# ---- if_fetch_ctrl ----
File: config.mk
export PLATFORM = sky130hd
export DESIGN_NAME = if_fetch_ctrl
export DESIGN_NICKNAME = d
export VERILOG_FILES = /design/src/rtl/if_fetch_ctrl.sv
export SDC_FILE = /design/constraint.sdc
export NUM_CORES = 1
export LEC_CHECK = 0
export ABC_AREA = 1
export CAP_MARGIN = 10
export CORE_AREA = 2 2 208 210
export DETAILED_ROUTE_END_ITERATION = 7
export DIE_AREA = 0 0 210 212
export PLACE_DENSITY = 0.69
export SETUP_SLACK_MARGIN = 0.1
export SYNTH_ARGS = -nofsm -noshare
export SYNTH_HDL_FRONTEND = slang
export SYNTH_SLANG_ARGS = --single-unit
export TNS_END_PERCENT = 10
File: constraint.sdc
create_clock -name clk -period 2.3 [get_ports clk]
set_clock_uncertainty 0.2 [all_clocks]
set_input_delay 0.23 -clock clk [delete_from_list [all_inputs] [get_ports clk]]
set_output_delay 0.23 -clock clk [all_outputs]
set_load 0.005 [all_outputs]
File: src/rtl/if_fetch_ctrl.sv
// ---------------------------------------------------------------------------
// if_fetch_ctrl
//
// Fetch-stage sequencer sitting between the I-cache, the branch predictor and
// the instruction fetch buffer. It owns the fetch PC and keeps one I-cache
// request outstanding at a time. Each returned instruction is pushed into the
// fetch buffer together with its PC, its next-PC (predicted target or
// sequential PC) and the prediction bit. When the buffer is full the response
// is parked in hold registers. A flush redirects the PC. If a request is
// still in flight when the flush arrives, its response is squashed.
//
// Ports:
//   clk, rst            clock, synchronous active-high reset
//   flush_en_i          branch-mispredict flush
//   flush_target_PC_i   redirect PC, valid with flush_en_i
//   icache_req_o        I-cache request valid
//   icache_addr_o       I-cache request address
//   icache_valid_i      response for the current request
//   icache_insn_i       response instruction
//   fetch_PC_o          current fetch PC, to the branch predictor
//   bp_pred_taken_i     prediction for fetch_PC_o
//   bp_target_PC_i      predicted target for fetch_PC_o
//   ifb_full_i          fetch buffer full
//   ifb_en_o            push into the fetch buffer
//   ifb_insn_o          pushed instruction
//   ifb_PC_o            pushed PC
//   ifb_target_PC_o     pushed next-PC
//   ifb_pred_bit_o      pushed prediction bit
//   fetch_state_o       FSM state (debug only)
// ---------------------------------------------------------------------------
module if_fetch_ctrl #(
  parameter logic [63:0] RESET_PC   = 64'h0,
  parameter logic [63:0] INSN_BYTES = 64'd4
) (
  input  logic        clk,
  input  logic        rst,
  input  logic        flush_en_i,
  input  logic [63:0] flush_target_PC_i,
  output logic        icache_req_o,
  output logic [63:0] icache_addr_o,
  input  logic        icache_valid_i,
  input  logic [31:0] icache_insn_i,
  output logic [63:0] fetch_PC_o,
  input  logic        bp_pred_taken_i,
  input  logic [63:0] bp_target_PC_i,
  input  logic        ifb_full_i,
  output logic        ifb_en_o,
  output logic [31:0] ifb_insn_o,
  output logic [63:0] ifb_PC_o,
  output logic [63:0] ifb_target_PC_o,
  output logic        ifb_pred_bit_o,
  output logic [1:0]  fetch_state_o
);

  typedef enum logic [1:0] {
    FETCH  = 2'd0,
    HOLD   = 2'd1,
    SQUASH = 2'd2
  } state_e;

  state_e      state_q, state_d;
  logic [63:0] pc_q, pc_d;
  logic [63:0] squash_pc_q, squash_pc_d;
  logic [31:0] hold_insn_q, hold_insn_d;
  logic [63:0] hold_pc_q, hold_pc_d;
  logic [63:0] hold_tgt_q, hold_tgt_d;
  logic        hold_pred_q, hold_pred_d;

  logic [63:0] nxt_pc;
  logic        push;

  // The next PC wraps modulo 2^64.
  assign nxt_pc = bp_pred_taken_i ? bp_target_PC_i : (pc_q + INSN_BYTES);

  // The reset cycle must not issue a request or push, whatever the state.
  assign icache_req_o  = ~rst & (state_q != HOLD);
  assign icache_addr_o = (state_q == SQUASH) ? squash_pc_q : pc_q;
  assign fetch_PC_o    = pc_q;
  assign fetch_state_o = state_q;
  assign ifb_en_o      = push & ~rst;

  always_comb begin
    state_d         = state_q;
    pc_d            = pc_q;
    squash_pc_d     = squash_pc_q;
    hold_insn_d     = hold_insn_q;
    hold_pc_d       = hold_pc_q;
    hold_tgt_d      = hold_tgt_q;
    hold_pred_d     = hold_pred_q;
    push            = 1'b0;
    ifb_insn_o      = icache_insn_i;
    ifb_PC_o        = pc_q;
    ifb_target_PC_o = nxt_pc;
    ifb_pred_bit_o  = bp_pred_taken_i;

    // A flush redirects the PC and discards any parked instruction in every state.
    if (flush_en_i) begin
      pc_d        = flush_target_PC_i;
      hold_insn_d = '0;
      hold_pc_d   = '0;
      hold_tgt_d  = '0;
      hold_pred_d = 1'b0;
    end

    case (state_q)
      FETCH: begin
        if (flush_en_i) begin
          // The old request is still outstanding. Keep presenting its address
          // until its response arrives, then drop that response.
          if (!icache_valid_i) begin
            squash_pc_d = pc_q;
            state_d     = SQUASH;
          end
        end else if (icache_valid_i) begin
          pc_d = nxt_pc;
          if (!ifb_full_i) begin
            push = 1'b1;
          end else begin
            hold_insn_d = icache_insn_i;
            hold_pc_d   = pc_q;
            hold_tgt_d  = nxt_pc;
            hold_pred_d = bp_pred_taken_i;
            state_d     = HOLD;
          end
        end
      end

      HOLD: begin
        ifb_insn_o      = hold_insn_q;
        ifb_PC_o        = hold_pc_q;
        ifb_target_PC_o = hold_tgt_q;
        ifb_pred_bit_o  = hold_pred_q;
        if (flush_en_i) begin
          state_d = FETCH;
        end else if (!ifb_full_i) begin
          push    = 1'b1;
          state_d = FETCH;
        end
      end

      SQUASH: begin
        if (icache_valid_i) begin
          state_d = FETCH;
        end
      end

      default: begin
        state_d = FETCH;
      end
    endcase
  end

  always_ff @(posedge clk) begin
    if (rst) begin
      state_q     <= FETCH;
      pc_q        <= RESET_PC;
      squash_pc_q <= '0;
      hold_insn_q <= '0;
      hold_pc_q   <= '0;
      hold_tgt_q  <= '0;
      hold_pred_q <= 1'b0;
    end else begin
      state_q     <= state_d;
      pc_q        <= pc_d;
      squash_pc_q <= squash_pc_d;
      hold_insn_q <= hold_insn_d;
      hold_pc_q   <= hold_pc_d;
      hold_tgt_q  <= hold_tgt_d;
      hold_pred_q <= hold_pred_d;
    end
  end

endmodule

# ---- ex_unit ----
File: src/rtl/ex_pkg.sv
// Shared opcode encodings, flag bit positions and control state type for the execute unit.
package ex_pkg;

  // alu_class = 1
  localparam logic [2:0] OP_ADD  = 3'b001;
  localparam logic [2:0] OP_SUB  = 3'b010;
  localparam logic [2:0] OP_AND  = 3'b011;
  localparam logic [2:0] OP_OR   = 3'b100;
  localparam logic [2:0] OP_XOR  = 3'b101;
  localparam logic [2:0] OP_NOT  = 3'b110;

  // alu_class = 0
  localparam logic [2:0] OP_MOV  = 3'b000;
  localparam logic [2:0] OP_MOVT = 3'b001;
  localparam logic [2:0] OP_CLR  = 3'b010;
  localparam logic [2:0] OP_SET  = 3'b011;
  localparam logic [2:0] OP_LSL  = 3'b100;
  localparam logic [2:0] OP_LSR  = 3'b101;

  localparam int unsigned FLAG_N = 3;
  localparam int unsigned FLAG_Z = 2;
  localparam int unsigned FLAG_C = 1;
  localparam int unsigned FLAG_V = 0;

  typedef enum logic [0:0] {
    StIdle,
    StShift
  } ex_state_e;

endpackage

File: src/rtl/ex_shifter.sv
// Iterative one-bit-per-cycle shifter; o_done marks the cycle whose step produces the final value.
module ex_shifter #(
  parameter int unsigned DATA_W = 16,
  parameter int unsigned SH_W   = $clog2(DATA_W)
) (
  input  logic              clk,
  input  logic              rst_n,
  input  logic              i_start,
  input  logic              i_right,
  input  logic [DATA_W-1:0] i_data,
  input  logic [SH_W-1:0]   i_amt,
  output logic              o_done,
  output logic [DATA_W-1:0] o_result,
  output logic              o_cout
);

  logic [DATA_W-1:0] r_data;
  logic [SH_W-1:0]   r_cnt;
  logic              r_right;
  logic [DATA_W-1:0] w_step;
  logic              w_cout;

  always_comb begin
    w_step = r_data;
    w_cout = 1'b0;
    if (r_right) begin
      w_step = {1'b0, r_data[DATA_W-1:1]};
      w_cout = r_data[0];
    end else begin
      w_step = {r_data[DATA_W-2:0], 1'b0};
      w_cout = r_data[DATA_W-1];
    end
  end

  always_ff @(posedge clk or negedge rst_n) begin
    if (!rst_n) begin
      r_data  <= '0;
      r_cnt   <= '0;
      r_right <= 1'b0;
    end else if (i_start) begin
      r_data  <= i_data;
      r_cnt   <= i_amt;
      r_right <= i_right;
    end else if (r_cnt != '0) begin
      r_data <= w_step;
      r_cnt  <= r_cnt - SH_W'(1);
    end
  end

  // Result and carry are taken from the step in flight so the caller can register them on this edge.
  assign o_done   = (r_cnt == SH_W'(1));
  assign o_result = w_step;
  assign o_cout   = w_cout;

endmodule

File: src/rtl/ex_unit.sv
// Single-issue execute unit: one-cycle ALU/move/flag ops, iterative shifts, registered result with
// valid/ready back-pressure and architectural NZCV flags.
module ex_unit
  import ex_pkg::*;
#(
  parameter int unsigned DATA_W = 16,
  parameter int unsigned REG_AW = 3,
  parameter int unsigned SH_W   = $clog2(DATA_W)
) (
  input  logic              clk,
  input  logic              rst_n,
  input  logic              in_valid,
  output logic              in_ready,
  input  logic              alu_class,
  input  logic              use_imm,
  input  logic [2:0]        op,
  input  logic [REG_AW-1:0] dest_reg,
  input  logic [DATA_W-1:0] op1,
  input  logic [DATA_W-1:0] op2,
  input  logic [DATA_W-1:0] imm,
  output logic              out_valid,
  input  logic              out_ready,
  output logic [DATA_W-1:0] result,
  output logic [REG_AW-1:0] out_dest,
  output logic              out_wr_en,
  output logic [3:0]        flags,
  output logic              busy
);

  localparam int unsigned MSB  = DATA_W - 1;
  localparam int unsigned HALF = DATA_W / 2;

  ex_state_e         r_state, w_state_next;
  logic              r_valid;
  logic              r_wr_en;
  logic [DATA_W-1:0] r_result;
  logic [REG_AW-1:0] r_dest;
  logic [REG_AW-1:0] r_sh_dest;
  logic [3:0]        r_flags;

  logic              w_fire;
  logic [DATA_W-1:0] w_b;
  logic [SH_W-1:0]   w_amt;
  logic              w_is_shift;
  logic              w_start;
  logic              w_sh_done;
  logic              w_sh_last;
  logic [DATA_W-1:0] w_sh_result;
  logic              w_sh_cout;
  logic [3:0]        w_sh_flags;
  logic [DATA_W:0]   w_sum;
  logic [DATA_W-1:0] w_iss_result;
  logic [3:0]        w_iss_flags;
  logic              w_iss_wr_en;
  logic              w_iss_nz;

  assign in_ready   = (r_state == StIdle) && (!r_valid || out_ready);
  assign w_fire     = in_valid && in_ready;
  assign w_b        = use_imm ? imm : op2;
  assign w_amt      = w_b[SH_W-1:0];
  assign w_is_shift = !alu_class && ((op == OP_LSL) || (op == OP_LSR));
  assign w_start    = w_fire && w_is_shift && (w_amt != '0);
  assign w_sh_last  = (r_state == StShift) && w_sh_done;

  ex_shifter #(
    .DATA_W (DATA_W),
    .SH_W   (SH_W)
  ) u_shifter (
    .clk      (clk),
    .rst_n    (rst_n),
    .i_start  (w_start),
    .i_right  (op == OP_LSR),
    .i_data   (op1),
    .i_amt    (w_amt),
    .o_done   (w_sh_done),
    .o_result (w_sh_result),
    .o_cout   (w_sh_cout)
  );

  always_comb begin
    w_state_next = r_state;
    unique case (r_state)
      StIdle:  if (w_start) w_state_next = StShift;
      StShift: if (w_sh_done) w_state_next = StIdle;
      default: w_state_next = StIdle;
    endcase
  end

  always_ff @(posedge clk or negedge rst_n) begin
    if (!rst_n) r_state <= StIdle;
    else        r_state <= w_state_next;
  end

  // Result of any op that completes at issue; a shift by 0 passes op1 through with C kept.
  always_comb begin
    w_sum        = '0;
    w_iss_result = '0;
    w_iss_flags  = r_flags;
    w_iss_wr_en  = 1'b0;
    w_iss_nz     = 1'b0;
    if (alu_class) begin
      case (op)
        OP_ADD: begin
          w_sum                = {1'b0, op1} + {1'b0, w_b};
          w_iss_result         = w_sum[MSB:0];
          w_iss_flags[FLAG_C]  = w_sum[DATA_W];
          w_iss_flags[FLAG_V]  = (op1[MSB] == w_b[MSB]) && (w_sum[MSB] != op1[MSB]);
          w_iss_nz             = 1'b1;
        end
        OP_SUB: begin
          w_sum                = {1'b0, op1} - {1'b0, w_b};
          w_iss_result         = w_sum[MSB:0];
          w_iss_flags[FLAG_C]  = ~w_sum[DATA_W];
          w_iss_flags[FLAG_V]  = (op1[MSB] != w_b[MSB]) && (w_sum[MSB] != op1[MSB]);
          w_iss_nz             = 1'b1;
        end
        OP_AND: begin w_iss_result = op1 & w_b; w_iss_nz = 1'b1; end
        OP_OR:  begin w_iss_result = op1 | w_b; w_iss_nz = 1'b1; end
        OP_XOR: begin w_iss_result = op1 ^ w_b; w_iss_nz = 1'b1; end
        OP_NOT: begin w_iss_result = ~op1;      w_iss_nz = 1'b1; end
        default: ;
      endcase
    end else begin
      case (op)
        OP_MOV:         begin w_iss_result = w_b; w_iss_nz = 1'b1; end
        OP_MOVT:        begin w_iss_result = {imm[HALF-1:0], op1[HALF-1:0]}; w_iss_nz = 1'b1; end
        OP_LSL, OP_LSR: begin w_iss_result = op1; w_iss_nz = 1'b1; end
        OP_CLR:         w_iss_flags = r_flags & ~imm[3:0];
        OP_SET:         w_iss_flags = r_flags | imm[3:0];
        default: ;
      endcase
    end
    if (w_iss_nz) begin
      w_iss_wr_en         = 1'b1;
      w_iss_flags[FLAG_N] = w_iss_result[MSB];
      w_iss_flags[FLAG_Z] = (w_iss_result == '0);
    end
  end

  always_comb begin
    w_sh_flags         = r_flags;
    w_sh_flags[FLAG_N] = w_sh_result[MSB];
    w_sh_flags[FLAG_Z] = (w_sh_result == '0);
    w_sh_flags[FLAG_C] = w_sh_cout;
  end

  always_ff @(posedge clk or negedge rst_n) begin
    if (!rst_n) begin
      r_valid   <= 1'b0;
      r_wr_en   <= 1'b0;
      r_result  <= '0;
      r_dest    <= '0;
      r_sh_dest <= '0;
      r_flags   <= '0;
    end else begin
      if (w_fire && !w_start) begin
        r_valid  <= 1'b1;
        r_wr_en  <= w_iss_wr_en;
        r_result <= w_iss_result;
        r_dest   <= dest_reg;
        r_flags  <= w_iss_flags;
      end else if (w_sh_last) begin
        r_valid  <= 1'b1;
        r_wr_en  <= 1'b1;
        r_result <= w_sh_result;
        r_dest   <= r_sh_dest;
        r_flags  <= w_sh_flags;
      end else if (out_ready) begin
        r_valid <= 1'b0;
        r_wr_en <= 1'b0;
      end
      if (w_start) r_sh_dest <= dest_reg;
    end
  end

  assign out_valid = r_valid;
  assign out_wr_en = r_wr_en;
  assign result    = r_result;
  assign out_dest  = r_dest;
  assign flags     = r_flags;
  assign busy      = (r_state == StShift);

endmodule

File: config.mk
export PLATFORM = sky130hd
export DESIGN_NAME = ex_unit
export DESIGN_NICKNAME = d
export VERILOG_FILES = /design/src/rtl/ex_pkg.sv /design/src/rtl/ex_shifter.sv /design/src/rtl/ex_unit.sv
export SDC_FILE = /design/constraint.sdc
export NUM_CORES = 1
export LEC_CHECK = 0
export CAP_MARGIN = 15
export CORE_AREA = 2 2 113 115
export CTS_BUF_LIST = sky130_fd_sc_hd__clkbuf_8 sky130_fd_sc_hd__clkbuf_16
export DETAILED_ROUTE_END_ITERATION = 10
export DIE_AREA = 0 0 115 117
export PLACE_DENSITY = 0.83
export SLEW_MARGIN = 40
export SYNTH_ARGS = -nofsm -noshare
export SYNTH_HDL_FRONTEND = slang
export SYNTH_HIERARCHICAL = 1
export SYNTH_SLANG_ARGS = --single-unit
File: constraint.sdc
create_clock -name clk -period 2.9 [get_ports clk]
set_input_delay 0.435 -clock clk [delete_from_list [all_inputs] [get_ports clk]]
set_output_delay 0.435 -clock clk [all_outputs]
set_load 0.02 [all_outputs]
# ---- uart_tx_arbiter_flat ----
===== src/rtl/uart_tx_arbiter_if.sv =====
// Producer/transmitter-side signal bundle for uart_tx_arbiter.
// master = producer/test side, slave = arbiter.
interface uart_tx_arbiter_if #(
  parameter int N_REQ = 4
);
  localparam int GRANT_W = $clog2(N_REQ);

  logic [N_REQ-1:0]   req_valid;
  logic [8*N_REQ-1:0] req_data;
  logic [N_REQ-1:0]   req_ready;
  logic [7:0]         tx_data;
  logic               tx_send;
  logic [GRANT_W-1:0] grant_id;
  logic               busy;
  logic               frame_done;

  modport master (
    output req_valid, req_data,
    input  req_ready, tx_data, tx_send, grant_id, busy, frame_done
  );

  modport slave (
    input  req_valid, req_data,
    output req_ready, tx_data, tx_send, grant_id, busy, frame_done
  );
endinterface


===== src/rtl/uart_tx_arbiter.sv =====
// Round-robin scheduler sharing one UART transmitter between N_REQ byte producers.
// The transmitter has no done flag, so frame length is timed locally.
//
// state | meaning
// IDLE  | arbitrate; winner gets req_ready and its byte is latched
// SEND  | one-cycle tx_send pulse to the transmitter
// WAIT  | time the frame plus guard; frame_done in the final cycle
module uart_tx_arbiter #(
  parameter int N_REQ          = 4,
  parameter int COUNTS_PER_BIT = 434,
  parameter int GUARD_CYCLES   = 2
) (
  input  logic              clk,
  input  logic              rst,
  uart_tx_arbiter_if.slave  bus
);
  localparam int GRANT_W      = $clog2(N_REQ);
  localparam int FRAME_CYCLES = 11*COUNTS_PER_BIT + 1 + GUARD_CYCLES;
  localparam int TIMER_W      = $clog2(FRAME_CYCLES) + 1;
  localparam logic [TIMER_W-1:0] TIMER_LAST = TIMER_W'(FRAME_CYCLES - 2);
  localparam logic [GRANT_W:0]   N_REQ_W    = (GRANT_W+1)'(N_REQ);

  typedef enum logic [1:0] {IDLE, SEND, WAIT} state_t;

  state_t             state, state_nxt;
  logic [TIMER_W-1:0] timer, timer_nxt;
  logic [7:0]         tx_data_q, tx_data_nxt;
  logic [GRANT_W-1:0] grant_q, grant_nxt;
  logic [GRANT_W-1:0] last_grant, last_grant_nxt;
  logic [GRANT_W-1:0] winner;
  logic               winner_found;
  logic [GRANT_W:0]   cand;
  logic [7:0]         winner_data;
  logic [N_REQ-1:0]   ready_c;
  logic               frame_done_c;

  // Search starts just past the previous owner, so it always ranks last.
  always_comb begin
    winner       = '0;
    winner_found = 1'b0;
    cand         = '0;
    for (int i = 1; i <= N_REQ; i++) begin
      cand = {1'b0, last_grant} + (GRANT_W+1)'(i);
      if (cand >= N_REQ_W) cand = cand - N_REQ_W;
      if (!winner_found && bus.req_valid[cand[GRANT_W-1:0]]) begin
        winner_found = 1'b1;
        winner       = cand[GRANT_W-1:0];
      end
    end
  end

  // Only the winner's lane is selected, keeping other lanes' X off tx_data.
  always_comb begin
    winner_data = '0;
    for (int i = 0; i < N_REQ; i++) begin
      if (winner == GRANT_W'(i)) winner_data = bus.req_data[8*i +: 8];
    end
  end

  always_comb begin
    state_nxt      = state;
    timer_nxt      = timer;
    tx_data_nxt    = tx_data_q;
    grant_nxt      = grant_q;
    last_grant_nxt = last_grant;
    ready_c        = '0;
    frame_done_c   = 1'b0;
    case (state)
      IDLE: begin
        if (winner_found && rst) begin
          ready_c     = {{(N_REQ-1){1'b0}}, 1'b1} << winner;
          tx_data_nxt = winner_data;
          grant_nxt   = winner;
          state_nxt   = SEND;
        end
      end
      SEND: begin
        timer_nxt = '0;
        state_nxt = WAIT;
      end
      WAIT: begin
        timer_nxt = timer + 1'b1;
        if (timer == TIMER_LAST) begin
          frame_done_c   = 1'b1;
          last_grant_nxt = grant_q;
          state_nxt      = IDLE;
        end
      end
      default: state_nxt = IDLE;
    endcase
  end

  always_ff @(posedge clk) begin
    if (!rst) begin
      state      <= IDLE;
      timer      <= '0;
      tx_data_q  <= '0;
      grant_q    <= '0;
      last_grant <= GRANT_W'(N_REQ - 1);
    end else begin
      state      <= state_nxt;
      timer      <= timer_nxt;
      tx_data_q  <= tx_data_nxt;
      grant_q    <= grant_nxt;
      last_grant <= last_grant_nxt;
    end
  end

  assign bus.req_ready  = ready_c;
  assign bus.tx_data    = tx_data_q;
  assign bus.tx_send    = (state == SEND);
  assign bus.grant_id   = grant_q;
  assign bus.busy       = (state != IDLE);
  assign bus.frame_done = frame_done_c;
endmodule


===== src/flat_wrapper.sv =====
// flat-port wrapper written by rule: the top's interface ports become plain ports
module uart_tx_arbiter_flat 
#(
  parameter int N_REQ          = 4,
  parameter int COUNTS_PER_BIT = 434,
  parameter int GUARD_CYCLES   = 2
)
  (clk, rst, bus_req_valid, bus_req_data, bus_req_ready, bus_tx_data, bus_tx_send, bus_grant_id, bus_busy, bus_frame_done);
  uart_tx_arbiter_if #(.N_REQ(N_REQ)) bus_i ();
  input  logic clk;
  input  logic rst;
  input wire logic [$bits(bus_i.req_valid)-1:0] bus_req_valid;
  input wire logic [$bits(bus_i.req_data)-1:0] bus_req_data;
  output wire logic [$bits(bus_i.req_ready)-1:0] bus_req_ready;
  output wire logic [$bits(bus_i.tx_data)-1:0] bus_tx_data;
  output wire logic [$bits(bus_i.tx_send)-1:0] bus_tx_send;
  output wire logic [$bits(bus_i.grant_id)-1:0] bus_grant_id;
  output wire logic [$bits(bus_i.busy)-1:0] bus_busy;
  output wire logic [$bits(bus_i.frame_done)-1:0] bus_frame_done;
  assign bus_i.req_valid = bus_req_valid;
  assign bus_i.req_data = bus_req_data;
  assign bus_req_ready = bus_i.req_ready;
  assign bus_tx_data = bus_i.tx_data;
  assign bus_tx_send = bus_i.tx_send;
  assign bus_grant_id = bus_i.grant_id;
  assign bus_busy = bus_i.busy;
  assign bus_frame_done = bus_i.frame_done;
  uart_tx_arbiter #(.N_REQ(N_REQ), .COUNTS_PER_BIT(COUNTS_PER_BIT), .GUARD_CYCLES(GUARD_CYCLES)) u_core (.clk(clk), .rst(rst), .bus(bus_i));
endmodule

===== config.mk =====
export PLATFORM = sky130hd
export DESIGN_NAME = uart_tx_arbiter_flat
export DESIGN_NICKNAME = d
export VERILOG_FILES = /design/src/rtl/uart_tx_arbiter_if.sv /design/src/rtl/uart_tx_arbiter.sv /design/src/flat_wrapper.sv
export SDC_FILE = /design/constraint.sdc
export NUM_CORES = 1
export LEC_CHECK = 0
export ABC_CLOCK_PERIOD_IN_PS = 5080
export CORE_ASPECT_RATIO = 0.5
export CORE_MARGIN = 2
export CORE_UTILIZATION = 45
export CTS_CLUSTER_DIAMETER = 200
export DETAILED_ROUTE_END_ITERATION = 16
export GPL_TIMING_DRIVEN = 0
export MAX_ROUTING_LAYER = met4
export PLACE_DENSITY_LB_ADDON = 0.2
export RECOVER_POWER = 50
export REMOVE_ABC_BUFFERS = 1
export SLEW_MARGIN = 20
export SYNTH_ARGS = -nofsm -noshare
export SYNTH_HDL_FRONTEND = slang
export SYNTH_SLANG_ARGS = --single-unit
export TNS_END_PERCENT = 100

===== constraint.sdc =====
create_clock -name clk -period 5.08 [get_ports clk]
set_clock_uncertainty 0.1 [all_clocks]
set_input_delay 0.508 -clock clk [delete_from_list [all_inputs] [get_ports clk]]
set_output_delay 0.508 -clock clk [all_outputs]
set_load 0.01 [all_outputs]

### I/O pins on the die edge, uart_tx_arbiter_flat

(6 px per µm) Pins as bars across the die edge, other pins in gray.
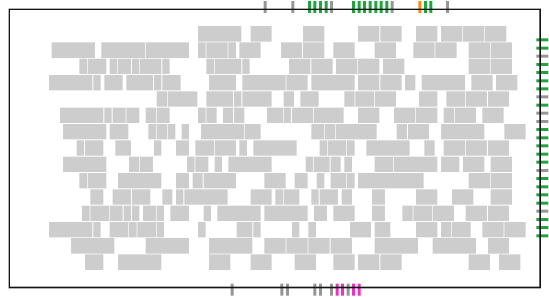
legend:
  clk:
    color: orange
    pins: 1
    direction: input
    edge: top
  bus_req_valid:
    color: magenta
    pins: 4
    direction: input
    edge: bottom
  bus_req_data:
    color: green
    pins: 32
    direction: input
    edge: 19 right, 13 top
Buffers on Ports: 54
die span in x: 88.24 µm
die y size: 46.12 µm

### M1 wires, uart_tx_arbiter_flat

(6 px per µm) Supply wires on this layer in gray.
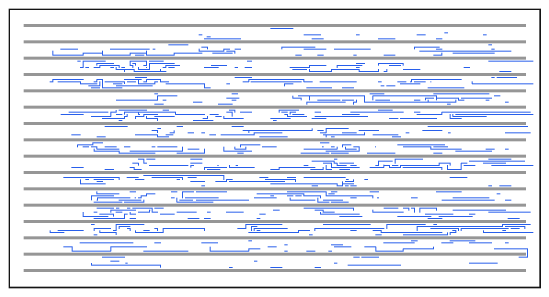
wire length on this layer: 1,600 µm
nets with wire on the layer: 238
share of all routed wire: 45%
via count: 1,413
drt total wl: 3536 µm
met1 Usage GRT: 21.77%

==> flow_metrics.tcl, uart_tx_arbiter_flat <==
# yosys + openroad results
set metrics [dict create \
    tapCellCount 51 \
    holdWs_ns 0.3751 \
    utilization_pct 63.70 \
    power_frac_comb_pct 28.2 \
    ys_sh_simple_pct 22.73 \
    cp.depth 5 \
    clkbuf_count 3 \
    cpLargestDelayFamily "buffers and inverters" \
    synth_seq_share_pct 35.11 \
    critPathMaxStageDelay_ns 0.93 \
    synth.most_common_cell "dfxtp_1" \
    edf_count 0 \
    fin_area_um2 2176 \
    n_all_buffers 55 \
    ys_sh_aoi_pct 12.07 \
    largest_class "combinational gates" \
    final_cell_mix "42 x clkdlybuf4s50_1, 28 x dfxtp_1, 21 x nor2_1, 21 x mux2i_1, 13 x nand2_1" \
    wl_per_cell_um 12.77 \
    yosys-top-cells-area "dfxtp_1 35%, mux2i_1 13%, nor2_1 4.9%" \
    period_used_pct 72.48 \
    status "complete, no violations" \
    comb_share_pct 41.46 \
    setup_tns_ns 0 \
    wl_met3_um 231 \
    path_buffers 2 \
    xor_share_pct 6.583 \
    crit_type "primary input to output pin" \
    pg_seq_uw 252 \
]
### Metal 2, ex_unit

(2 px per µm) Cells faint in the background.
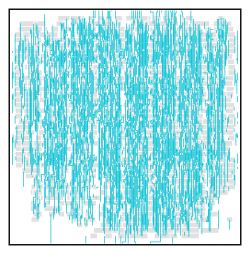
longest straight run: 61.5 µm
share of all routed wire: 47%
GR Layer Usage met2: 66.00%
drt total wl: 27,160 µm
via count: 7,895

==> flow_metrics.tcl, ex_unit <==
# yosys + openroad results
set metrics [dict create \
    cts_tree "built" \
    netlist.top_cell.by_area "dfrtp_1" \
    crit_type "primary input to register" \
    timing.final.ws_setup_ns -0.6604 \
    placed_cells 1219 \
    violations "negative setup slack" \
    clock_area_share_pct 1.456 \
    ff2ff_path_depth 10 \
    highest_layer "met4" \
    seq_area_um2 1251 \
    grt_max_degree 51 \
    edf_count 0 \
    final_common_cell "buf_4" \
    grt_pass1_wl_um 40790 \
    start_kind "primary input" \
    slew_viol_final 0 \
    p_clk_share_pct 11.4 \
    status "complete, but fails checks" \
    setup_viol 11 \
    xor_share_pct 2.291 \
    cellPowerDensity_nw_per_um2 526.6 \
    final_cell_mix "255 x buf_4, 91 x nand2_1, 66 x clkdlybuf4s50_1" \
    htree_levels 2 \
    flops 50 \
    r2r-start "u_shifter/r_right" \
]
### Metal 2, if_fetch_ctrl

(1 px per µm) Cells faint in the background.
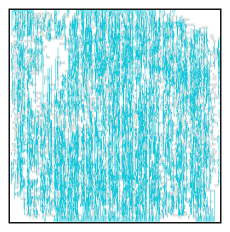
nets with wire on the layer: 3,042
main direction: vertical
GR Layer Usage met2: 57.37%
via count: 22,380
drt total wl: 79,960 µm

### M1 wires, if_fetch_ctrl

(2 px per µm) Supply wires on this layer in gray.
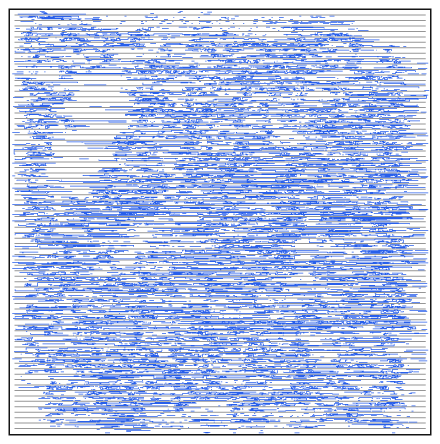
nets with wire on the layer: 3,360
main direction: horizontal
wire length on this layer: 32.0 mm
share of all routed wire: 40%
longest straight run: 93.8 µm
met1 Usage GRT: 43.63%

==> flow_metrics.tcl, if_fetch_ctrl <==
# yosys + openroad results
set metrics [dict create \
    status "complete, but fails checks" \
    violations "negative setup slack" \
    antenna_found_initial 4 \
    crit_path_cell_trace "ha_4 -> nand2_4 -> nor2_4 -> nand2_4 -> nor2_8 -> buf_12 -> nand2_8 -> buf_6 -> xor2_2 -> a21boi_2 -> o21ai_2 -> buf_2" \
    power-top-group "clock" \
    placed_cells 3932 \
    logic_gate_count 2114 \
    ys.flops 291 \
    swShare_pct 30.17 \
    clkTransAtPathRegs_ns 0.06 \
    holdWs_ns 0.004539 \
    cts_buffers 35 \
    relSlewSlack_pct 27.08 \
    num_io_pins 459 \
    setup_viol 177 \
    crit_arrival_ns 2.51 \
    required_ns 1.87 \
    timing.final.ws_setup_ns -0.6450 \
    fin_crit_ns 2.945 \
    pg_seq_mw 5.53 \
]

# ---- mem_copy_master_flat ----
===== src/rtl/mem_copy_master_if.sv =====
// Word-memory port: master issues valid/addr/wdata/wstrb, slave answers with a one-cycle
// ready pulse and rdata for reads.
interface mem_copy_master_if;
  logic        valid;
  logic        ready;
  logic [31:0] addr;
  logic [31:0] rdata;
  logic [31:0] wdata;
  logic [3:0]  wstrb;

  modport master (
    output valid,
    output addr,
    output wdata,
    output wstrb,
    input  ready,
    input  rdata
  );

  modport slave (
    input  valid,
    input  addr,
    input  wdata,
    input  wstrb,
    output ready,
    output rdata
  );
endinterface


===== src/rtl/mem_copy_master.sv =====
// Bus initiator that copies a block of words (read then write per word) or fills a block with a
// pattern, one command at a time, with an optional per-request ready timeout.
module mem_copy_master #(
  parameter int unsigned LEN_W   = 16,
  parameter int unsigned TIMEOUT = 255
) (
  input  logic                 clk,
  input  logic                 reset,
  input  logic                 cmd_valid_i,
  output logic                 cmd_ready_o,
  input  logic                 cmd_fill_i,
  input  logic [31:0]          cmd_src_i,
  input  logic [31:0]          cmd_dst_i,
  input  logic [LEN_W-1:0]     cmd_len_i,
  input  logic [31:0]          cmd_pattern_i,
  output logic                 busy_o,
  output logic                 done_o,
  output logic                 err_o,
  mem_copy_master_if.master    mem_bus
);

  localparam int unsigned WaitW    = (TIMEOUT > 1) ? $clog2(TIMEOUT) : 1;
  localparam logic [31:0] AddrMask = 32'hFFFF_FFFC;

  typedef enum logic [1:0] {StIdle, StRd, StWr} state_e;

  state_e           state_q;
  logic             cmd_ready_q, done_q, err_q, fill_q;
  logic             valid_q;
  logic [31:0]      addr_q, wdata_q, src_q, dst_q;
  logic [3:0]       wstrb_q;
  logic [LEN_W-1:0] len_q;
  logic [WaitW-1:0] wait_q;
  logic             timed_out;
  logic [31:0]      src_inc, dst_inc;

  assign src_inc   = src_q + 32'd4;
  assign dst_inc   = dst_q + 32'd4;
  // The edge that would push the wait count to TIMEOUT aborts; ready on that edge takes priority.
  assign timed_out = (TIMEOUT != 0) && (wait_q == WaitW'(TIMEOUT - 1));

  always_ff @(posedge clk) begin
    if (reset) begin
      state_q     <= StIdle;
      cmd_ready_q <= 1'b0;
      done_q      <= 1'b0;
      err_q       <= 1'b0;
      fill_q      <= 1'b0;
      valid_q     <= 1'b0;
      addr_q      <= '0;
      wdata_q     <= '0;
      wstrb_q     <= '0;
      src_q       <= '0;
      dst_q       <= '0;
      len_q       <= '0;
      wait_q      <= '0;
    end else begin
      done_q <= 1'b0;
      err_q  <= 1'b0;
      case (state_q)
        StIdle: begin
          cmd_ready_q <= 1'b1;
          if (cmd_valid_i && cmd_ready_q) begin
            src_q  <= cmd_src_i & AddrMask;
            dst_q  <= cmd_dst_i & AddrMask;
            len_q  <= cmd_len_i;
            fill_q <= cmd_fill_i;
            wait_q <= '0;
            if (cmd_len_i == '0) begin
              done_q <= 1'b1;
            end else begin
              cmd_ready_q <= 1'b0;
              valid_q     <= 1'b1;
              if (cmd_fill_i) begin
                state_q <= StWr;
                addr_q  <= cmd_dst_i & AddrMask;
                wstrb_q <= 4'hF;
                wdata_q <= cmd_pattern_i;
              end else begin
                state_q <= StRd;
                addr_q  <= cmd_src_i & AddrMask;
                wstrb_q <= 4'h0;
              end
            end
          end
        end
        default: begin
          if (!mem_bus.ready) begin
            if (timed_out) begin
              valid_q     <= 1'b0;
              state_q     <= StIdle;
              done_q      <= 1'b1;
              err_q       <= 1'b1;
              cmd_ready_q <= 1'b1;
            end else begin
              wait_q <= wait_q + 1'b1;
            end
          end else if (state_q == StRd) begin
            wait_q  <= '0;
            wdata_q <= mem_bus.rdata;
            src_q   <= src_inc;
            state_q <= StWr;
            addr_q  <= dst_q;
            wstrb_q <= 4'hF;
          end else begin
            wait_q <= '0;
            dst_q  <= dst_inc;
            len_q  <= len_q - 1'b1;
            if (len_q == LEN_W'(1)) begin
              valid_q     <= 1'b0;
              state_q     <= StIdle;
              done_q      <= 1'b1;
              cmd_ready_q <= 1'b1;
            end else if (fill_q) begin
              addr_q <= dst_inc;
            end else begin
              state_q <= StRd;
              addr_q  <= src_q;
              wstrb_q <= 4'h0;
            end
          end
        end
      endcase
    end
  end

  assign cmd_ready_o   = cmd_ready_q;
  assign busy_o        = (state_q != StIdle);
  assign done_o        = done_q;
  assign err_o         = err_q;
  assign mem_bus.valid = valid_q;
  assign mem_bus.addr  = addr_q;
  assign mem_bus.wdata = wdata_q;
  assign mem_bus.wstrb = wstrb_q;

endmodule

===== src/flat_wrapper.sv =====
// flat-port wrapper written by rule: the top's interface ports become plain ports
module mem_copy_master_flat 
#(
  parameter int unsigned LEN_W   = 16,
  parameter int unsigned TIMEOUT = 255
)
  (clk, reset, cmd_valid_i, cmd_ready_o, cmd_fill_i, cmd_src_i, cmd_dst_i, cmd_len_i, cmd_pattern_i, busy_o, done_o, err_o, mem_bus_valid, mem_bus_addr, mem_bus_wdata, mem_bus_wstrb, mem_bus_ready, mem_bus_rdata);
  mem_copy_master_if mem_bus_i ();
  input  logic clk;
  input  logic reset;
  input  logic cmd_valid_i;
  output logic cmd_ready_o;
  input  logic cmd_fill_i;
  input  logic [31:0] cmd_src_i;
  input  logic [31:0] cmd_dst_i;
  input  logic [LEN_W-1:0] cmd_len_i;
  input  logic [31:0] cmd_pattern_i;
  output logic busy_o;
  output logic done_o;
  output logic err_o;
  output wire logic [$bits(mem_bus_i.valid)-1:0] mem_bus_valid;
  output wire logic [$bits(mem_bus_i.addr)-1:0] mem_bus_addr;
  output wire logic [$bits(mem_bus_i.wdata)-1:0] mem_bus_wdata;
  output wire logic [$bits(mem_bus_i.wstrb)-1:0] mem_bus_wstrb;
  input wire logic [$bits(mem_bus_i.ready)-1:0] mem_bus_ready;
  input wire logic [$bits(mem_bus_i.rdata)-1:0] mem_bus_rdata;
  assign mem_bus_valid = mem_bus_i.valid;
  assign mem_bus_addr = mem_bus_i.addr;
  assign mem_bus_wdata = mem_bus_i.wdata;
  assign mem_bus_wstrb = mem_bus_i.wstrb;
  assign mem_bus_i.ready = mem_bus_ready;
  assign mem_bus_i.rdata = mem_bus_rdata;
  mem_copy_master #(.LEN_W(LEN_W), .TIMEOUT(TIMEOUT)) u_core (.clk(clk), .reset(reset), .cmd_valid_i(cmd_valid_i), .cmd_ready_o(cmd_ready_o), .cmd_fill_i(cmd_fill_i), .cmd_src_i(cmd_src_i), .cmd_dst_i(cmd_dst_i), .cmd_len_i(cmd_len_i), .cmd_pattern_i(cmd_pattern_i), .busy_o(busy_o), .done_o(done_o), .err_o(err_o), .mem_bus(mem_bus_i));
endmodule

===== config.mk =====
export PLATFORM = sky130hd
export DESIGN_NAME = mem_copy_master_flat
export DESIGN_NICKNAME = d
export VERILOG_FILES = /design/src/rtl/mem_copy_master_if.sv /design/src/rtl/mem_copy_master.sv /design/src/flat_wrapper.sv
export SDC_FILE = /design/constraint.sdc
export NUM_CORES = 1
export LEC_CHECK = 0
export ABC_AREA = 1
export ABC_CLOCK_PERIOD_IN_PS = 4900
export CAP_MARGIN = 10
export CORE_ASPECT_RATIO = 0.5
export CORE_MARGIN = 3
export CORE_UTILIZATION = 35
export DETAILED_ROUTE_END_ITERATION = 7
export PLACE_DENSITY_LB_ADDON = 0.1
export SLEW_MARGIN = 20
export SYNTH_ARGS = -nofsm -noshare
export SYNTH_HDL_FRONTEND = slang
export SYNTH_SLANG_ARGS = --single-unit

===== constraint.sdc =====
create_clock -name clk -period 4.9 [get_ports clk]
set_clock_uncertainty 0.05 [all_clocks]
set_input_delay 1.47 -clock clk [delete_from_list [all_inputs] [get_ports clk]]
set_output_delay 1.47 -clock clk [all_outputs]
set_load 0.005 [all_outputs]

# ---- nand_test_sequencer ----
**config.mk**
```make
export PLATFORM = sky130hd
export DESIGN_NAME = nand_test_sequencer
export DESIGN_NICKNAME = d
export VERILOG_FILES = /design/src/rtl/nand_seq_pkg.sv /design/src/rtl/settle_timer.sv /design/src/rtl/nand_test_sequencer.sv
export SDC_FILE = /design/constraint.sdc
export NUM_CORES = 1
export LEC_CHECK = 0
export ABC_AREA = 1
export CAP_MARGIN = 40
export CORE_UTILIZATION = 50
export DETAILED_ROUTE_END_ITERATION = 10
export PLACE_DENSITY = 0.76
export SLEW_MARGIN = 25
export SYNTH_ARGS = -nofsm -noshare
export SYNTH_HDL_FRONTEND = slang
export SYNTH_SLANG_ARGS = --single-unit
```
**constraint.sdc**
```tcl
create_clock -name clk -period 1.4 [get_ports clk]
set_input_delay 0.42 -clock clk [delete_from_list [all_inputs] [get_ports clk]]
set_output_delay 0.42 -clock clk [all_outputs]
set_load 0.02 [all_outputs]
```
**src/rtl/nand_seq_pkg.sv**
```systemverilog
// nand_seq_pkg: state encoding, settle default and reference NAND response shared by the sequencer
package nand_seq_pkg;
  localparam logic [1:0] ST_IDLE   = 2'd0;
  localparam logic [1:0] ST_SETTLE = 2'd1;
  localparam logic [1:0] ST_CHECK  = 2'd2;
  localparam logic [1:0] ST_DONE   = 2'd3;
  localparam int SETTLE_CYCLES_DEF = 2;
  function automatic logic nand_exp(input logic a, input logic b);
    return ~(a & b);
  endfunction
endpackage

```
**src/rtl/settle_timer.sv**
```systemverilog
// settle_timer: down-counter timing how long each vector is held
// Ports: clk, rst (sync, active-high), load_i loads val_i into the counter,
//        count_o is the current count, expired_o flags the final held cycle (count == 1).
module settle_timer (
  input  logic       clk,
  input  logic       rst,
  input  logic       load_i,
  input  logic [3:0] val_i,
  output logic [3:0] count_o,
  output logic       expired_o
);
  logic [3:0] count_q, count_d;
  assign count_d = load_i ? val_i : (count_q != 4'd0) ? count_q - 4'd1 : count_q;
  always_ff @(posedge clk) begin
    count_q <= rst ? 4'd0 : count_d;
  end
  assign count_o = count_q;
  assign expired_o = (count_q == 4'd1);
endmodule

```
**src/rtl/nand_test_sequencer.sv**
```systemverilog
// nand_test_sequencer: exhaustive 4-vector self-test of an external two-input NAND gate
// Ports: clk, rst (sync, active-high), start (run request, honoured only in IDLE),
//        dut_y (gate response), dut_a/dut_b (gate stimulus), busy (SETTLE..CHECK),
//        done (one-cycle result pulse), pass (last run clean), err_count (mismatches 0..4),
//        fail_vec (bit k set when vector k mismatched).
module nand_test_sequencer
  import nand_seq_pkg::*;
#(
  parameter int SETTLE_CYCLES = SETTLE_CYCLES_DEF
) (
  input  logic       clk,
  input  logic       rst,
  input  logic       start,
  input  logic       dut_y,
  output logic       dut_a,
  output logic       dut_b,
  output logic       busy,
  output logic       done,
  output logic       pass,
  output logic [2:0] err_count,
  output logic [3:0] fail_vec
);
  logic [1:0] st_q, st_d, k_q, k_d;
  logic [2:0] err_q, err_d;
  logic [3:0] fail_q, fail_d, cnt;
  logic       pass_q, pass_d, load, expired, mis;
  settle_timer u_timer (
    .clk       (clk),
    .rst       (rst),
    .load_i    (load),
    .val_i     (4'(SETTLE_CYCLES)),
    .count_o   (cnt),
    .expired_o (expired)
  );
  assign mis = (st_q == ST_CHECK) && (dut_y != nand_exp(k_q[1], k_q[0]));
  always_comb begin
    st_d   = st_q;
    k_d    = k_q;
    err_d  = err_q;
    fail_d = fail_q;
    pass_d = pass_q;
    load   = 1'b0;
    case (st_q)
      ST_IDLE: if (start) begin
        st_d   = ST_SETTLE;
        k_d    = 2'd0;
        err_d  = 3'd0;
        fail_d = 4'd0;
        pass_d = 1'b0;
        load   = 1'b1;
      end
      ST_SETTLE: st_d = expired ? ST_CHECK : ST_SETTLE;
      ST_CHECK: begin
        err_d  = (mis && err_q != 3'd4) ? err_q + 3'd1 : err_q;
        fail_d = mis ? fail_q | (4'b0001 << k_q) : fail_q;
        st_d   = (k_q == 2'd3) ? ST_DONE : ST_SETTLE;
        k_d    = (k_q == 2'd3) ? k_q : k_q + 2'd1;
        load   = (k_q != 2'd3);
        pass_d = (k_q == 2'd3) ? (err_d == 3'd0) : pass_q;
      end
      default: st_d = ST_IDLE;
    endcase
  end
  always_ff @(posedge clk) begin
    if (rst) begin
      st_q   <= ST_IDLE;
      k_q    <= 2'd0;
      err_q  <= 3'd0;
      fail_q <= 4'd0;
      pass_q <= 1'b0;
    end else begin
      st_q   <= st_d;
      k_q    <= k_d;
      err_q  <= err_d;
      fail_q <= fail_d;
      pass_q <= pass_d;
    end
  end
  // The timer is nonzero exactly while a vector is settling, so together with CHECK it spans the run.
  assign busy      = (cnt != 4'd0) || (st_q == ST_CHECK);
  // Stimulus follows the vector index while busy and is forced low in IDLE/DONE.
  assign dut_a     = busy & k_q[1];
  assign dut_b     = busy & k_q[0];
  assign done      = (st_q == ST_DONE);
  assign pass      = pass_q;
  assign err_count = err_q;
  assign fail_vec  = fail_q;
endmodule

```
### M1 wires, nand_test_sequencer

(8 px per µm) Supply wires on this layer in gray.
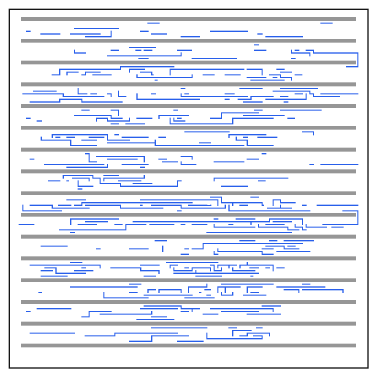
nets with wire on the layer: 150
wire length on this layer: 953 µm
longest straight run: 17.0 µm
drt total wl: 2059 µm
met1 Usage GRT: 28.71%
via count: 855

==> flow_metrics.tcl, nand_test_sequencer <==
# yosys + openroad results
set metrics [dict create \
    status "complete, but fails checks" \
    violations "negative setup slack" \
    setup_tns_ns -0.5642 \
    n_all_buffers 37 \
    clock_area_share_pct 2.762 \
    drt_iter0_drc 17 \
    netlist.top_cell.by_area "dfxtp_1" \
    worst_pin_slew_ns 0.2328 \
    use_met3_pct 5.306 \
    synth.most_common_cell "nand2_1" \
    final_cell_mix "23 x buf_4, 14 x inv_1, 14 x nand2_1" \
    clock_sinks 16 \
    top_area_share_pct 35.21 \
    logic_area_um2 559.3 \
    power_frac_comb_pct 22.5 \
    mux_share_pct 0 \
    timing.final.ws_setup_ns -0.2312 \
    viasPerCell 4.750 \
    inverters 18 \
    post-cts-setup-buffers 1 \
    setup_viol 3 \
    final_common_cell "buf_4" \
    p_clk_share_pct 30.7 \
    cp.depth 7 \
    start_kind "register" \
]
### Cell placement, mem_copy_master_flat

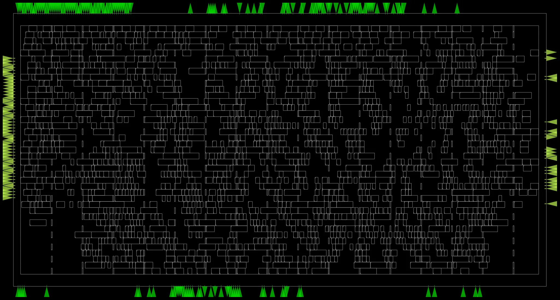
n_taps: 344
Final Non-Filler Cells: 2,046
Flop Count: 155
final core occ: 48.05%
core area: 25,910 µm²

### The metal 4 layer, mem_copy_master_flat

(2 px per µm) Supply wires on this layer in gray.
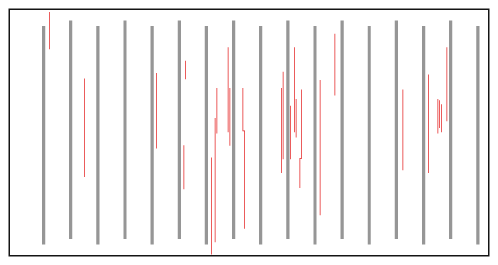
wire length on this layer: 901 µm
longest straight run: 67.3 µm
share of all routed wire: 2.3%
nets with wire on the layer: 20
via count: 11,230
drt total wl: 38,670 µm

==> flow_metrics.tcl, mem_copy_master_flat <==
# yosys + openroad results
set metrics [dict create \
    synthArstFlopShare_pct 0 \
    power_frac_comb_pct 50.2 \
    r2r-end "u_core.mem_bus.addr[25]" \
    largest_class "combinational gates" \
    die-area_um2 29270 \
    p_seq_share_pct 29.7 \
    clock_sinks 155 \
    post-cts-setup-buffers 0 \
    hold_path_depth 2 \
    fp.dieH_um 122.5 \
    fin_area_um2 12450 \
    hold_end "u_core.mem_bus.addr[1]" \
    setup_viol 0 \
    clockRootBuffer "clkbuf_16" \
    cts_buffers 17 \
    synth.distinct_cells 40 \
    cp.depth 3 \
    place_area_um2 11830 \
    mux_share_pct 0 \
    netlist.top_cell.by_area "dfxtp_1" \
    status "complete, no violations" \
    n_all_buffers 235 \
    ff2ff_path_depth 8 \
]


==> notes/layouts.md <==
Pictures saved along the way, in no particular order.

The metal 3 layer.
panel A
(3 px per µm)
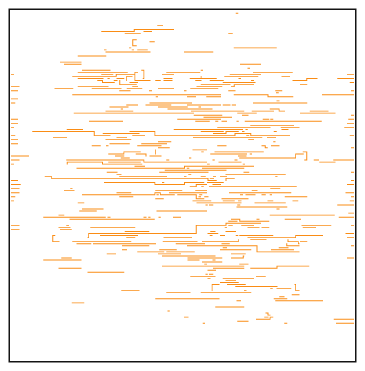
panel B
(8 px per µm)
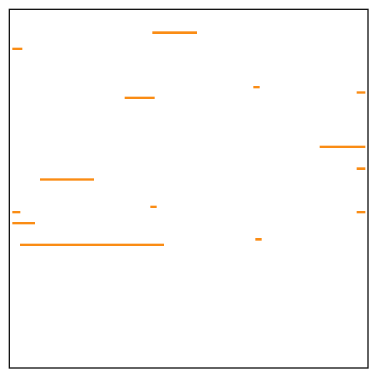
panel C
(2 px per µm)
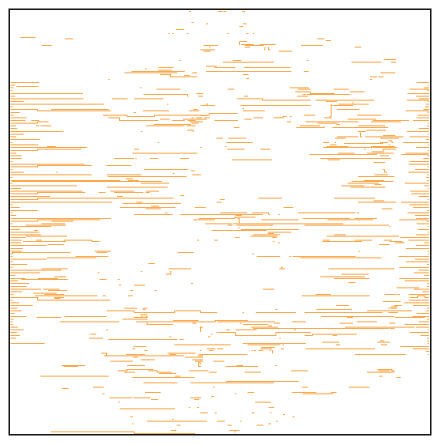
panel D
(6 px per µm)
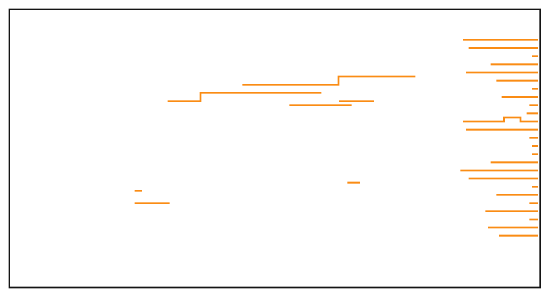
panel E
(2 px per µm)
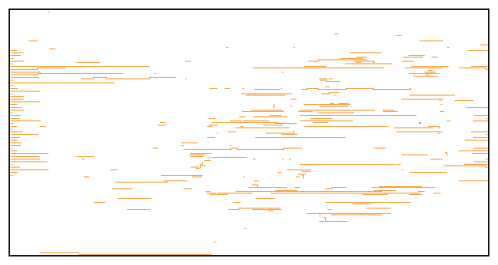
panel C: if_fetch_ctrl
panel D: uart_tx_arbiter_flat
panel A: ex_unit
panel B: nand_test_sequencer
panel E: mem_copy_master_flat

Power is estimated from default activity; no workload was simulated.
